# ---- block 1 ----
**Block 1: clock routing**

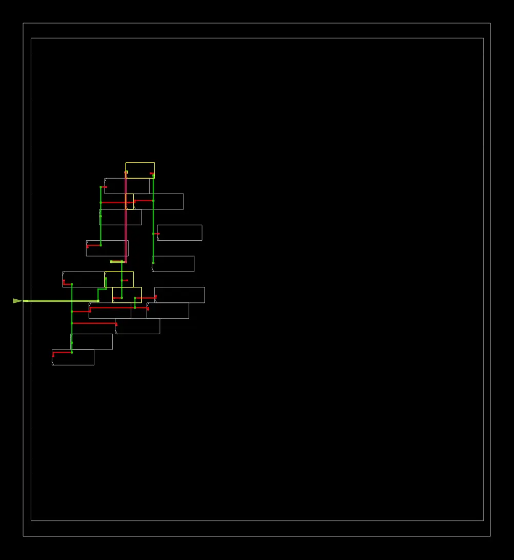
`src/rtl/cdb_scheduler_pkg.sv`:
```
// ---------------------------------------------------------------------------
// cdb_scheduler_pkg
// Shared types for the common-data-bus scheduler and its clients.
//   cdb_bus     : result bus format (tag + data) driven by each FU and the CDB
//   cdb_slot_t  : one reservation-table entry {valid, owner}
//   FU_*        : default functional-unit indices
// ---------------------------------------------------------------------------
package cdb_scheduler_pkg;

    localparam int CDB_TAG_W  = 6;
    localparam int CDB_DATA_W = 32;

    typedef struct packed {
        logic [CDB_TAG_W-1:0]  tag;
        logic [CDB_DATA_W-1:0] data;
    } cdb_bus;

    // Owner field width; bounds the largest FU count the table can encode.
    localparam int FU_IDW = 2;

    typedef struct packed {
        logic              valid;
        logic [FU_IDW-1:0] owner;
    } cdb_slot_t;

    localparam int FU_INT  = 0;
    localparam int FU_MEM  = 1;
    localparam int FU_MULT = 2;
    localparam int FU_DIV  = 3;

endpackage

```
`src/rtl/cdb_rr_arbiter.sv`:
```
// ---------------------------------------------------------------------------
// cdb_rr_arbiter
// Round-robin request-to-grant arbiter. Grants the first requester at or
// above the rotating pointer (wrapping). The pointer moves to winner+1 only
// when more than one request was present, so an uncontested requester does
// not disturb the rotation.
// Ports:
//   clk, rst : clock, synchronous active-high reset (pointer -> 0)
//   i_req    : request vector
//   o_gnt    : one-hot (or zero) grant, combinational from i_req and pointer
// ---------------------------------------------------------------------------
module cdb_rr_arbiter #(
    parameter int N = 4
) (
    input  logic         clk,
    input  logic         rst,
    input  logic [N-1:0] i_req,
    output logic [N-1:0] o_gnt
);

    localparam int PW = (N > 1) ? $clog2(N) : 1;

    logic [PW-1:0] r_ptr;
    logic [PW-1:0] w_ptr_next;
    logic          w_found;
    logic          w_multi;

    always_comb begin
        int w_idx;
        o_gnt      = '0;
        w_found    = 1'b0;
        w_ptr_next = r_ptr;
        w_idx      = 0;
        for (int k = 0; k < N; k++) begin
            w_idx = (int'(r_ptr) + k) % N;
            if (!w_found && i_req[w_idx]) begin
                o_gnt[w_idx] = 1'b1;
                w_found      = 1'b1;
                w_ptr_next   = PW'((w_idx + 1) % N);
            end
        end
        w_multi = ($countones(i_req) > 1);
    end

    always_ff @(posedge clk) begin
        if (rst) begin
            r_ptr <= '0;
        end else if (w_multi) begin
            r_ptr <= w_ptr_next;
        end
    end

endmodule

```
`src/rtl/cdb_scheduler.sv`:
```
// ---------------------------------------------------------------------------
// cdb_scheduler
// Common-data-bus scheduler. A reservation table of MAX_LAT+1 future
// broadcast slots is shifted every cycle; an FU is granted issue only if the
// slot at its fixed latency is free, which makes every broadcast conflict-free
// by construction. Slot 0 selects which FU result drives the CDB.
// Ports:
//   clk, rst    : clock, synchronous active-high reset
//   flush       : drop all reservations at the next edge, block grants now
//   issue_req   : per-FU issue request
//   issue_gnt   : per-FU combinational grant
//   fu_done     : per-FU "result presented on cdb_in" strobe
//   cdb_in      : per-FU result buses
//   CDB_output  : broadcast bus (zero when no slot owner)
//   cdb_valid   : broadcast valid
//   cdb_src     : owner index of current slot (0 when invalid)
//   sched_err   : sticky protocol error (fu_done vs. reservation mismatch)
// ---------------------------------------------------------------------------
module cdb_scheduler
    import cdb_scheduler_pkg::*;
#(
    parameter int NUM_FU          = 4,
    parameter int MAX_LAT         = 7,
    parameter int FU_LAT [NUM_FU] = '{1, 1, 4, 7},
    parameter bit RR_EN           = 1'b0,
    localparam int SRC_W          = $clog2(NUM_FU)
) (
    input  logic              clk,
    input  logic              rst,
    input  logic              flush,
    input  logic [NUM_FU-1:0] issue_req,
    output logic [NUM_FU-1:0] issue_gnt,
    input  logic [NUM_FU-1:0] fu_done,
    input  cdb_bus            cdb_in [NUM_FU],
    output cdb_bus            CDB_output,
    output logic              cdb_valid,
    output logic [SRC_W-1:0]  cdb_src,
    output logic              sched_err
);

    genvar gi;

    // ---------------- elaboration checks ----------------
    if (NUM_FU < 2) begin : g_chk_num
        $fatal(1, "cdb_scheduler: NUM_FU must be at least 2");
    end
    if (NUM_FU > (1 << FU_IDW)) begin : g_chk_idw
        $fatal(1, "cdb_scheduler: NUM_FU exceeds owner field width");
    end
    for (gi = 0; gi < NUM_FU; gi++) begin : g_chk_lat
        if (FU_LAT[gi] < 1 || FU_LAT[gi] > MAX_LAT) begin : g_bad
            $fatal(1, "cdb_scheduler: FU_LAT out of range 1..MAX_LAT");
        end
    end

    // FUs sharing a latency compete for the same slot; this mask marks them.
    function automatic logic [NUM_FU-1:0] lat_mask(input int lat);
        logic [NUM_FU-1:0] m;
        m = '0;
        for (int i = 0; i < NUM_FU; i++) begin
            m[i] = (FU_LAT[i] == lat);
        end
        return m;
    endfunction

    cdb_slot_t         r_slot      [MAX_LAT+1];
    cdb_slot_t         w_slot_next [MAX_LAT+1];
    logic              r_err;
    logic              w_err;
    logic [NUM_FU-1:0] w_elig;
    logic [NUM_FU-1:0] w_gnt_grp   [1:MAX_LAT];

    // ---------------- eligibility ----------------
    for (gi = 0; gi < NUM_FU; gi++) begin : g_elig
        assign w_elig[gi] = issue_req[gi] && !r_slot[FU_LAT[gi]].valid && !flush;
    end

    // ---------------- per-latency arbitration ----------------
    for (gi = 1; gi <= MAX_LAT; gi++) begin : g_lat
        localparam logic [NUM_FU-1:0] LMASK = lat_mask(gi);
        logic [NUM_FU-1:0] w_grp_req;
        assign w_grp_req = w_elig & LMASK;

        if (LMASK == '0) begin : g_empty
            assign w_gnt_grp[gi] = '0;
        end else if (RR_EN) begin : g_rr
            cdb_rr_arbiter #(.N(NUM_FU)) u_arb (
                .clk   (clk),
                .rst   (rst),
                .i_req (w_grp_req),
                .o_gnt (w_gnt_grp[gi])
            );
        end else begin : g_fixed
            // Isolate the lowest set bit: lowest index wins.
            assign w_gnt_grp[gi] = w_grp_req & (~w_grp_req + NUM_FU'(1));
        end
    end

    always_comb begin
        issue_gnt = '0;
        for (int l = 1; l <= MAX_LAT; l++) begin
            issue_gnt = issue_gnt | w_gnt_grp[l];
        end
    end

    // ---------------- next-state of the reservation table ----------------
    always_comb begin
        for (int k = 0; k < MAX_LAT; k++) begin
            w_slot_next[k] = r_slot[k+1];
        end
        w_slot_next[MAX_LAT] = '0;
        // A slot at latency L now becomes index L-1 after this edge's shift.
        for (int i = 0; i < NUM_FU; i++) begin
            if (issue_gnt[i]) begin
                w_slot_next[FU_LAT[i]-1] = '{valid: 1'b1, owner: FU_IDW'(i)};
            end
        end
        if (flush) begin
            for (int k = 0; k <= MAX_LAT; k++) begin
                w_slot_next[k] = '0;
            end
        end
    end

    // ---------------- broadcast ----------------
    always_comb begin
        CDB_output = '0;
        cdb_valid  = 1'b0;
        cdb_src    = '0;
        if (r_slot[0].valid) begin
            cdb_valid = 1'b1;
            cdb_src   = SRC_W'(r_slot[0].owner);
            for (int i = 0; i < NUM_FU; i++) begin
                if (r_slot[0].owner == FU_IDW'(i)) begin
                    CDB_output = cdb_in[i];
                end
            end
        end
    end

    // ---------------- protocol check ----------------
    always_comb begin
        w_err = 1'b0;
        for (int i = 0; i < NUM_FU; i++) begin
            if (fu_done[i] && !(r_slot[0].valid && r_slot[0].owner == FU_IDW'(i))) begin
                w_err = 1'b1;
            end
            if (r_slot[0].valid && r_slot[0].owner == FU_IDW'(i) && !fu_done[i]) begin
                w_err = 1'b1;
            end
        end
    end

    always_ff @(posedge clk) begin
        if (rst) begin
            for (int k = 0; k <= MAX_LAT; k++) begin
                r_slot[k] <= '0;
            end
            r_err <= 1'b0;
        end else begin
            r_slot <= w_slot_next;
            r_err  <= r_err | w_err;
        end
    end

    assign sched_err = r_err;

endmodule

```
`config.mk`:
```
export PLATFORM = sky130hd
export DESIGN_NAME = cdb_scheduler
export DESIGN_NICKNAME = d
export VERILOG_FILES = /design/src/rtl/cdb_scheduler_pkg.sv /design/src/rtl/cdb_rr_arbiter.sv /design/src/rtl/cdb_scheduler.sv
export SDC_FILE = /design/constraint.sdc
export NUM_CORES = 1
export LEC_CHECK = 0
export CAP_MARGIN = 20
export CORE_ASPECT_RATIO = 1.1
export CORE_UTILIZATION = 24
export CTS_BUF_LIST = sky130_fd_sc_hd__clkbuf_8
export DETAILED_ROUTE_END_ITERATION = 8
export GPL_TIMING_DRIVEN = 0
export PLACE_DENSITY = 0.79
export SLEW_MARGIN = 20
export SYNTH_ARGS = -nofsm -noshare
export SYNTH_HDL_FRONTEND = slang
export SYNTH_SLANG_ARGS = --single-unit
```
`constraint.sdc`:
```
create_clock -name clk -period 1.37 [get_ports clk]
set_input_delay 0.274 -clock clk [delete_from_list [all_inputs] [get_ports clk]]
set_output_delay 0.274 -clock clk [all_outputs]
set_load 0.005 [all_outputs]
```
==> flow_metrics.env <==
# flow metrics
export IMPL_run_status="finished with violations"
export IMPL_violations="negative setup slack"
export IMPL_seq_power_mw=0.389
export IMPL_cts_root_buf="clkbuf_8"
export IMPL_crit_cells=6
export IMPL_edf_count=0
export IMPL_setup_viol=39
export IMPL_place_congestion=0.833
export IMPL_fin_ws_ns=-0.607
export IMPL_pre_cts_ws_ns=-0.888
export IMPL_period_used=1.44
export IMPL_drv_cap=0
export IMPL_grt_busiest_layer="met2"
export IMPL_critPathTopFamily="multiplexers"
export IMPL_clockBufferDepth=2
export IMPL_p_sw_mw=0.324
Notes on 'clock routing' of block 1 above:
clkbuf count: 3
Worst-Skew Late Latency: 0.24 ns
clock tree sinks: 13
number of CTS-inserted buffers: 3

through the flow:
stage / hold WS [ns] / TNS (ns)
final: 0.363 / -21.00
after global routing: 0.384 / -23.06
after CTS: 0.431 / -21.81
after detailed placement: 0.417 / -30.24
after global placement: 0.410 / -29.69
after floorplan: 0.345 / -4.71
state kept, by name (all words and copies together), names as in the netlist:
signal     flops
sched_err      1
r_slot        12
repair_timing:
item | 4_1_cts | 5_1_grt
cloned | 3 | 0
gates resized | 221 | 35
pin swaps | 11 | 0
endpoints found under the setup margin | 45 | 43
hold buffers | 0 | 0
setup buffers | 11 | 4

# ---- block 2 ----
**Block 2: signal wires by layer**

Two of the layers only.
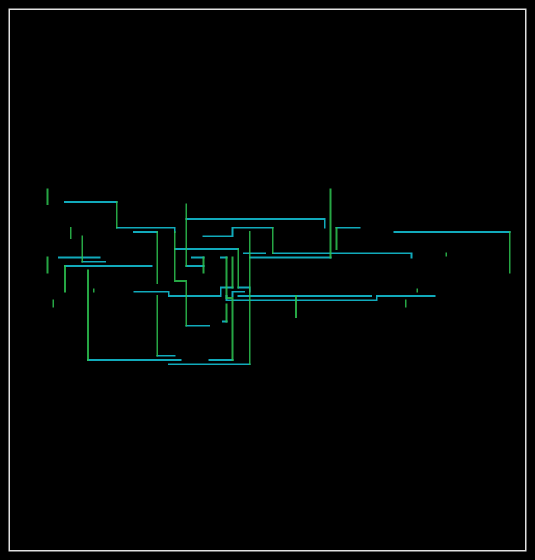
File: src/rtl/full_adder_reg_if.sv
// rtl/full_adder_reg_if.sv - operand/result bundle for the registered full adder
interface full_adder_reg_if #(
   parameter int WIDTH = 1
) ();
   logic             in_valid;
   logic [WIDTH-1:0] a;
   logic [WIDTH-1:0] b;
   logic             c;
   logic [WIDTH-1:0] sum;
   logic             carry;
   logic             out_valid;

   modport master (
      output in_valid, a, b, c,
      input  sum, carry, out_valid
   );

   modport slave (
      input  in_valid, a, b, c,
      output sum, carry, out_valid
   );
endinterface

File: src/rtl/full_adder_reg.sv
// rtl/full_adder_reg.sv - ripple-carry full adder with one registered output stage
module full_adder_reg #(
   parameter int WIDTH = 1
) (
   input  logic            i_clk,
   input  logic            i_rst,
   full_adder_reg_if.slave bus
);
   logic [WIDTH:0]   w_k;
   logic [WIDTH-1:0] w_s;
   logic [WIDTH-1:0] r_sum;
   logic             r_carry;
   logic             r_valid;

   assign w_k[0] = bus.c;

   // Ripple chain of 1-bit cells; carry k propagates LSB to MSB.
   for (genvar i = 0; i < WIDTH; i++) begin : g_cell
      assign w_s[i]   = bus.a[i] ^ bus.b[i] ^ w_k[i];
      assign w_k[i+1] = (bus.a[i] & bus.b[i]) | (bus.a[i] & w_k[i]) | (bus.b[i] & w_k[i]);
   end

   // Output stage: reset wins, valid loads the result, otherwise hold data and drop valid.
   always_ff @(posedge i_clk) begin
      if (i_rst) begin
         r_sum   <= '0;
         r_carry <= 1'b0;
         r_valid <= 1'b0;
      end else if (bus.in_valid) begin
         r_sum   <= w_s;
         r_carry <= w_k[WIDTH];
         r_valid <= 1'b1;
      end else begin
         r_valid <= 1'b0;
      end
   end

   assign bus.sum       = r_sum;
   assign bus.carry     = r_carry;
   assign bus.out_valid = r_valid;
endmodule

File: src/flat_wrapper.sv
// flat-port wrapper written by rule: the top's interface ports become plain ports
module full_adder_reg_flat 
#(
   parameter int WIDTH = 1
)
  (i_clk, i_rst, bus_in_valid, bus_a, bus_b, bus_c, bus_sum, bus_carry, bus_out_valid);
  full_adder_reg_if #(.WIDTH(WIDTH)) bus_i ();
  input  logic i_clk;
  input  logic i_rst;
  input wire logic [$bits(bus_i.in_valid)-1:0] bus_in_valid;
  input wire logic [$bits(bus_i.a)-1:0] bus_a;
  input wire logic [$bits(bus_i.b)-1:0] bus_b;
  input wire logic [$bits(bus_i.c)-1:0] bus_c;
  output wire logic [$bits(bus_i.sum)-1:0] bus_sum;
  output wire logic [$bits(bus_i.carry)-1:0] bus_carry;
  output wire logic [$bits(bus_i.out_valid)-1:0] bus_out_valid;
  assign bus_i.in_valid = bus_in_valid;
  assign bus_i.a = bus_a;
  assign bus_i.b = bus_b;
  assign bus_i.c = bus_c;
  assign bus_sum = bus_i.sum;
  assign bus_carry = bus_i.carry;
  assign bus_out_valid = bus_i.out_valid;
  full_adder_reg #(.WIDTH(WIDTH)) u_core (.i_clk(i_clk), .i_rst(i_rst), .bus(bus_i));
endmodule
File: config.mk
export PLATFORM = sky130hd
export DESIGN_NAME = full_adder_reg_flat
export DESIGN_NICKNAME = d
export VERILOG_FILES = /design/src/rtl/full_adder_reg_if.sv /design/src/rtl/full_adder_reg.sv /design/src/flat_wrapper.sv
export SDC_FILE = /design/constraint.sdc
export NUM_CORES = 1
export LEC_CHECK = 0
export CAP_MARGIN = 5
export CORE_AREA = 2 2 39 41
export DETAILED_ROUTE_END_ITERATION = 8
export DIE_AREA = 0 0 41 43
export GPL_TIMING_DRIVEN = 0
export PLACE_DENSITY = 0.38
export RECOVER_POWER = 25
export REMOVE_ABC_BUFFERS = 1
export SLEW_MARGIN = 20
export SYNTH_ARGS = -nofsm -noshare
export SYNTH_HDL_FRONTEND = slang
export SYNTH_SLANG_ARGS = --single-unit
export TNS_END_PERCENT = 1
File: constraint.sdc
create_clock -name i_clk -period 0.86 [get_ports i_clk]
set_input_delay 0.172 -clock i_clk [delete_from_list [all_inputs] [get_ports i_clk]]
set_output_delay 0.172 -clock i_clk [all_outputs]
set_load 0.03 [all_outputs]
==> flow_metrics.env <==
# flow metrics
export IMPL_run_status="finished with violations"
export IMPL_violations="negative setup slack"
export IMPL_ff_type="dfxtp_1"
export IMPL_regToRegEndpoint="u_core.bus.carry"
export IMPL_fillCellCount=152
export IMPL_hold_end="u_core.bus.out_valid"
export IMPL_io_buffers=8
export IMPL_critPathTopFamily="flip-flops"
export IMPL_ant_nets=0
export IMPL_setup_viol=1
export IMPL_syn_avg_cell_area_sq_um=12.7
export IMPL_wl_met3_um=67
export IMPL_fin_util=0.175
export IMPL_yosysChipArea_sq_um=114
export IMPL_tightest_slew_ns=0.174
export IMPL_min_from="bus_in_valid"
export IMPL_synthArstFlopShare=0
export IMPL_peakVddDrop_uv=753
export IMPL_holdWs_ns=0.281
export IMPL_htree_levels=1
export IMPL_dpl_instance_area_sq_um=214
export IMPL_crit_cells=1
export IMPL_die_x_um=41
export IMPL_topCombFamilyByArea="adder cells"
export IMPL_hold_buffers=0
export IMPL_fin_ws_ns=-0.00274
export IMPL_grt_busiest_layer="met3"
export IMPL_place_congestion=0.599
export IMPL_crit_chain="buf_6"
export IMPL_synth_cells_most_frequent="dfxtp_1 (3), mux2i_1 (2), nor2_1 (2)"
export IMPL_final_min_clock_period_ns=0.863
export IMPL_use_met1=0.0514
export IMPL_clk_share=0.108
export IMPL_antennaDiodeCount=0
export IMPL_cpMaxStageDelayCell="dfxtp_2"
export IMPL_yosys_area_share_adder=0.176
export IMPL_warning_count=27
export IMPL_sh_comb_area=0.222
export IMPL_synth_cell_types=5
export IMPL_drtIter0Drc=0
export IMPL_cts_inserted_buffers=3
export IMPL_cpPeakStageDelay_ns=0.33
export IMPL_drive_gt1_frac=0.591
export IMPL_clockBufferDepth=2
export IMPL_drc=0
export IMPL_worstSetupPathType="flip-flop to output port"
export IMPL_cp_start_kind="flip-flop"
export IMPL_final_nets=30
export IMPL_cts_sinks=3
export IMPL_ys_seq_share=0.527
export IMPL_yosysCellCount=9
export IMPL_mux_share=0.176
export IMPL_tap_cells=16
export IMPL_seq_cell_share=0.263
export IMPL_top_area_cell="dfxtp_1"
export IMPL_n_all_inverters=0
export IMPL_cp_required_ns=0.69
export IMPL_dieHeight_um=43
export IMPL_slew_violations=0
## Picture notes: 'signal wires by layer' of block 2
legend:
  green:
    layer: metal 2
    wire_length: 81.5 um
  cyan:
    layer: metal 1
    wire_length: 137 um
drt total wl: 286 um
gr usage total: 0.0472
via count: 111
wire length per cell: 7.53 um

[power by group]
| group | leakage (nW) | internal, mW | switching (mW) |
|---|---|---|---|
| Combinational | 0.0777 | 0.0457 | 0.0408 |
| Sequential | 0.0258 | 0.152 | 0.00652 |
| Clock | 0.0150 | 0.174 | 0.0775 |
| Total | 0.119 | 0.372 | 0.125 |
[flip-flops by register name, summed over array words and instances (netlist names)]
register and count:
u_core.bus.sum 1, u_core.bus.carry 1, u_core.bus.out_valid 1
[timing repair]
item	CTS	global route
pin swaps	2	1
endpoints found under the setup margin	5	5
setup buffers	0	1
resized	30	5

# ---- block 3 ----
**Block 3: ports around the boundary**

Pins as bars across the die edge, other pins in grey.
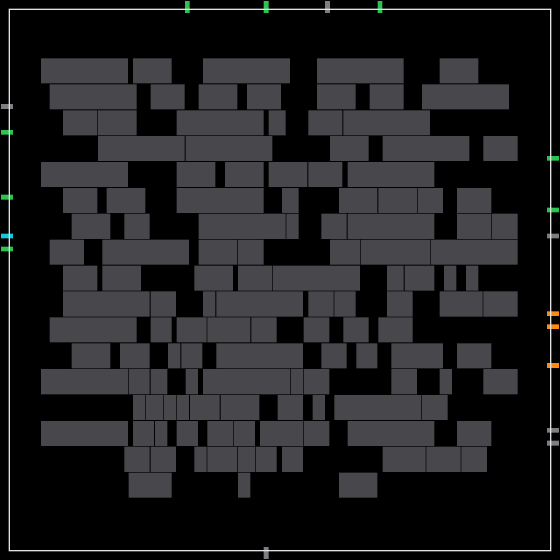
**Block 3: gate families picked out**

The bar under the picture is 20 um long.
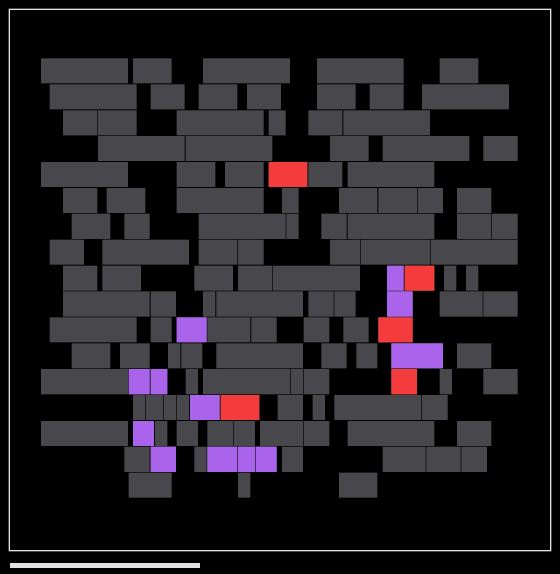
==> src/rtl/tas_pkg.sv <==
`default_nettype none
//------------------------------------------------------------------------------
// tas_pkg : header constants, packet length and receiver state type. Rev 1.0
//------------------------------------------------------------------------------
package tas_pkg;

   localparam logic [7:0] HDR_A5      = 8'hA5;
   localparam logic [7:0] HDR_C3      = 8'hC3;
   localparam int         PKT_LEN     = 5;
   localparam logic [2:0] PKT_LAST    = 3'(PKT_LEN - 1);
   localparam logic [3:0] BYTE_BITS   = 4'd8;
   localparam logic [3:0] BIT_CNT_MAX = 4'd9;

   typedef enum logic [1:0] {
      SYNC  = 2'd0,
      IDLE  = 2'd1,
      SHIFT = 2'd2
   } rx_state_t;

   function automatic logic is_header(input logic [7:0] b);
      return (b == HDR_A5) || (b == HDR_C3);
   endfunction

endpackage
`default_nettype wire

==> src/rtl/ser_rx_50_if.sv <==
`default_nettype none
//------------------------------------------------------------------------------
// ser_rx_50_if : serial input and assembled-byte outputs of ser_rx_50. Rev 1.0
//------------------------------------------------------------------------------
interface ser_rx_50_if;

   logic       serial_data;
   logic       data_ena;
   logic [7:0] byte_out;
   logic       byte_valid;
   logic       a5c3;
   logic       frame_err;
   logic [2:0] pkt_idx;

   modport master (
      output serial_data, data_ena,
      input  byte_out, byte_valid, a5c3, frame_err, pkt_idx
   );

   modport slave (
      input  serial_data, data_ena,
      output byte_out, byte_valid, a5c3, frame_err, pkt_idx
   );

endinterface
`default_nettype wire

==> src/rtl/shift8.sv <==
`default_nettype none
//------------------------------------------------------------------------------
// shift8 : MSB-first shift register with saturating bit counter. Rev 1.0
//------------------------------------------------------------------------------
module shift8
   import tas_pkg::*;
(
   input  logic       clk_50,
   input  logic       reset_n,
   input  logic       load,
   input  logic       shift,
   input  logic       clear,
   input  logic       serial_data,
   output logic [7:0] shreg,
   output logic [3:0] bit_cnt
);

   always_ff @(posedge clk_50 or negedge reset_n) begin
      if (!reset_n) begin
         shreg   <= 8'h00;
         bit_cnt <= 4'd0;
      end else if (load) begin
         shreg   <= {shreg[6:0], serial_data};
         bit_cnt <= 4'd1;
      end else if (shift) begin
         shreg <= {shreg[6:0], serial_data};
         // Saturation keeps any overrun distinguishable from a clean byte.
         if (bit_cnt != BIT_CNT_MAX) begin
            bit_cnt <= bit_cnt + 4'd1;
         end
      end else if (clear) begin
         bit_cnt <= 4'd0;
      end
   end

endmodule
`default_nettype wire

==> src/rtl/ser_rx_50.sv <==
`default_nettype none
//------------------------------------------------------------------------------
// ser_rx_50 : gated serial-to-byte receiver with packet position tracking. Rev 1.0
//------------------------------------------------------------------------------
module ser_rx_50
   import tas_pkg::*;
(
   input  logic        clk_50,
   input  logic        reset_n,
   ser_rx_50_if.slave  rx
);

   rx_state_t  state;
   rx_state_t  state_nx;
   logic       load;
   logic       shift;
   logic       byte_done;
   logic       byte_bad;
   logic [7:0] shreg;
   logic [3:0] bit_cnt;

   shift8 u_shift8 (
      .clk_50      (clk_50),
      .reset_n     (reset_n),
      .load        (load),
      .shift       (shift),
      .clear       (!rx.data_ena),
      .serial_data (rx.serial_data),
      .shreg       (shreg),
      .bit_cnt     (bit_cnt)
   );

   always_ff @(posedge clk_50 or negedge reset_n) begin
      if (!reset_n) begin
         state <= SYNC;
      end else begin
         state <= state_nx;
      end
   end

   always_comb begin
      state_nx  = state;
      load      = 1'b0;
      shift     = 1'b0;
      byte_done = 1'b0;
      byte_bad  = 1'b0;
      case (state)
         SYNC: begin
            if (!rx.data_ena) begin
               state_nx = IDLE;
            end
         end
         IDLE: begin
            if (rx.data_ena) begin
               state_nx = SHIFT;
               load     = 1'b1;
            end
         end
         SHIFT: begin
            if (rx.data_ena) begin
               shift = 1'b1;
            end else begin
               state_nx = IDLE;
               if (bit_cnt == BYTE_BITS) begin
                  byte_done = 1'b1;
               end else begin
                  byte_bad = 1'b1;
               end
            end
         end
         default: state_nx = SYNC;
      endcase
   end

   always_ff @(posedge clk_50 or negedge reset_n) begin
      if (!reset_n) begin
         rx.byte_out   <= 8'h00;
         rx.byte_valid <= 1'b0;
         rx.frame_err  <= 1'b0;
         rx.pkt_idx    <= 3'd0;
      end else begin
         rx.byte_valid <= byte_done;
         rx.frame_err  <= byte_bad;
         if (byte_done) begin
            rx.byte_out <= shreg;
            rx.pkt_idx  <= (rx.pkt_idx == PKT_LAST) ? 3'd0 : rx.pkt_idx + 3'd1;
         end else if (byte_bad) begin
            rx.pkt_idx <= 3'd0;
         end
      end
   end

   // Decoded from registers so it is already valid in the falling-edge cycle.
   assign rx.a5c3 = is_header(shreg) && (bit_cnt == BYTE_BITS) && (rx.pkt_idx == 3'd0);

endmodule
`default_nettype wire
==> src/flat_wrapper.sv <==
// flat-port wrapper written by rule: the top's interface ports become plain ports
module ser_rx_50_flat import tas_pkg::*;
  (clk_50, reset_n, rx_serial_data, rx_data_ena, rx_byte_out, rx_byte_valid, rx_a5c3, rx_frame_err, rx_pkt_idx);
  ser_rx_50_if rx_i ();
  input  logic clk_50;
  input  logic reset_n;
  input wire logic [$bits(rx_i.serial_data)-1:0] rx_serial_data;
  input wire logic [$bits(rx_i.data_ena)-1:0] rx_data_ena;
  output wire logic [$bits(rx_i.byte_out)-1:0] rx_byte_out;
  output wire logic [$bits(rx_i.byte_valid)-1:0] rx_byte_valid;
  output wire logic [$bits(rx_i.a5c3)-1:0] rx_a5c3;
  output wire logic [$bits(rx_i.frame_err)-1:0] rx_frame_err;
  output wire logic [$bits(rx_i.pkt_idx)-1:0] rx_pkt_idx;
  assign rx_i.serial_data = rx_serial_data;
  assign rx_i.data_ena = rx_data_ena;
  assign rx_byte_out = rx_i.byte_out;
  assign rx_byte_valid = rx_i.byte_valid;
  assign rx_a5c3 = rx_i.a5c3;
  assign rx_frame_err = rx_i.frame_err;
  assign rx_pkt_idx = rx_i.pkt_idx;
  ser_rx_50 u_core (.clk_50(clk_50), .reset_n(reset_n), .rx(rx_i));
endmodule
==> config.mk <==
export PLATFORM = sky130hd
export DESIGN_NAME = ser_rx_50_flat
export DESIGN_NICKNAME = d
export VERILOG_FILES = /design/src/rtl/tas_pkg.sv /design/src/rtl/ser_rx_50_if.sv /design/src/rtl/shift8.sv /design/src/rtl/ser_rx_50.sv /design/src/flat_wrapper.sv
export SDC_FILE = /design/constraint.sdc
export NUM_CORES = 1
export LEC_CHECK = 0
export CAP_MARGIN = 20
export CORE_MARGIN = 3
export CORE_UTILIZATION = 50
export DETAILED_ROUTE_END_ITERATION = 8
export PLACE_DENSITY = 0.71
export SYNTH_ARGS = -nofsm -noshare
export SYNTH_HDL_FRONTEND = slang
export SYNTH_SLANG_ARGS = --single-unit
==> constraint.sdc <==
create_clock -name clk_50 -period 2.2 [get_ports clk_50]
set_input_delay 0.44 -clock clk_50 [delete_from_list [all_inputs] [get_ports clk_50]]
set_output_delay 0.44 -clock clk_50 [all_outputs]
set_load 0.02 [all_outputs]
==> flow_metrics.env <==
# flow metrics
export IMPL_run_status="complete, no violations"
export IMPL_vias_per_cell=5.73
export IMPL_fin_ws_ns=0.179
export IMPL_biggestRegsByFlops="u_core.rx.byte_out (8), u_core.u_shift8.shreg (8), u_core.u_shift8.bit_cnt (4)"
export IMPL_grt_pass1_wl_um=4020
export IMPL_regToRegEndpoint="u_core.u_shift8.shreg[6]"
export IMPL_fillCellCount=196
export IMPL_crit_start="u_core.u_shift8.bit_cnt[1]"
export IMPL_tightest_slew_ns=0.469
export IMPL_area_leaders="dfrtp_1 (53%), mux2_2 (14%), ha_1 (4.9%)"
export IMPL_final_nets=140
export IMPL_syn_area_sq_um=1290
export IMPL_p_comb_frac=0.167
export IMPL_hold_buffers=0
export IMPL_clkPwrFrac=0.210
export IMPL_skew_ns=0.00890
export IMPL_fin_util=0.678
export IMPL_wirelength_um=2320
export IMPL_dr_wl_met2_um=1130
export IMPL_drc=0
export IMPL_fmax_mhz=495
export IMPL_routedWlPerCell_um=14.7
export IMPL_area_delta_synth_final_pct=22.2
export IMPL_synth_cell_types=35
export IMPL_p_leak_nw=0.748
export IMPL_cp_required_ns=1.76
export IMPL_p_sw_frac=0.283
export IMPL_setup_viol=0
export IMPL_crit_chain="inv_1, ha_1, nand3b_1, nor2_2, o2111a_1, buf_2"
export IMPL_hold_class="input pin to asynchronous set/reset pin"
export IMPL_comb_power_mw=0.175
export IMPL_worstSetupPathType="flip-flop to output port"
export IMPL_cpMaxStageDelayCell="dfrtp_1"
export IMPL_rsz0062_at_grt="no"
export IMPL_drv_cap=0
export IMPL_grt_use_met2=0.266
export IMPL_wl_met3_um=117
export IMPL_p_int_mw=0.752
export IMPL_yosys_warnings=0
export IMPL_clk_pin_slew_ns=0.15
export IMPL_holdWs_ns=0.460
export IMPL_yosysCellCount=102
export IMPL_final_area_sq_um=1570
export IMPL_slew_headroom=0.687
export IMPL_final_min_clock_period_ns=2.02
export IMPL_r2r_slack_ns=0.48
export IMPL_seqPwrFrac=0.623
Notes on 'ports around the boundary' of block 3 above:
legend:
  orange:
    port: `rx_pkt_idx`
    pins: 3
    direction: output
    edge: east
  cyan:
    port: `rx_serial_data`
    pins: 1
    direction: input
    edge: west
  green:
    port: `rx_byte_out`
    pins: 8
    direction: output
    edge: 3 west, 3 north, 2 east
all pins by edge: 8 east, 5 west, 4 north, 1 south
die span in x: 56.7 um
port buffer count: 17
die height: 56.7 um

Notes on 'gate families picked out' of block 3 above:
legend:
  purple:
    family: aoi and oai cells
    cells: 12
    most_used: a31oi_1
  red:
    family: non-inverting ao/oa cells
    cells: 5
most numerous logic cell after layout: dfrtp_1
Final Non-Filler Cells: 158
multi-input combinational area share: 0.356

## cell families (layout without fill, tap and decap cells)
logic type,Yosys count,count (layout),share of synthesized area
AND-OR/OR-AND,17,17,0.108
buffers and inverters,11,39,0.0418
multiplexers,16,16,0.140
flip-flops,27,27,0.525
adder cells (fa/ha/maj),5,5,0.0486
AND/OR/NAND/NOR,26,26,0.136
## area by class of cell
type	instances	area [sq um]	area share
repair buffers	27	240	0.153
clock buffers	3	22.5	0.0143
multi-input cells	64	559	0.356
inverters	8	30.0	0.0191
well taps	28	35.0	0.0223
flip-flops and latches	27	676	0.430
clock inverters	1	8.76	0.00557

Power figures rest on the tool's default switching activity, not on a simulated workload.
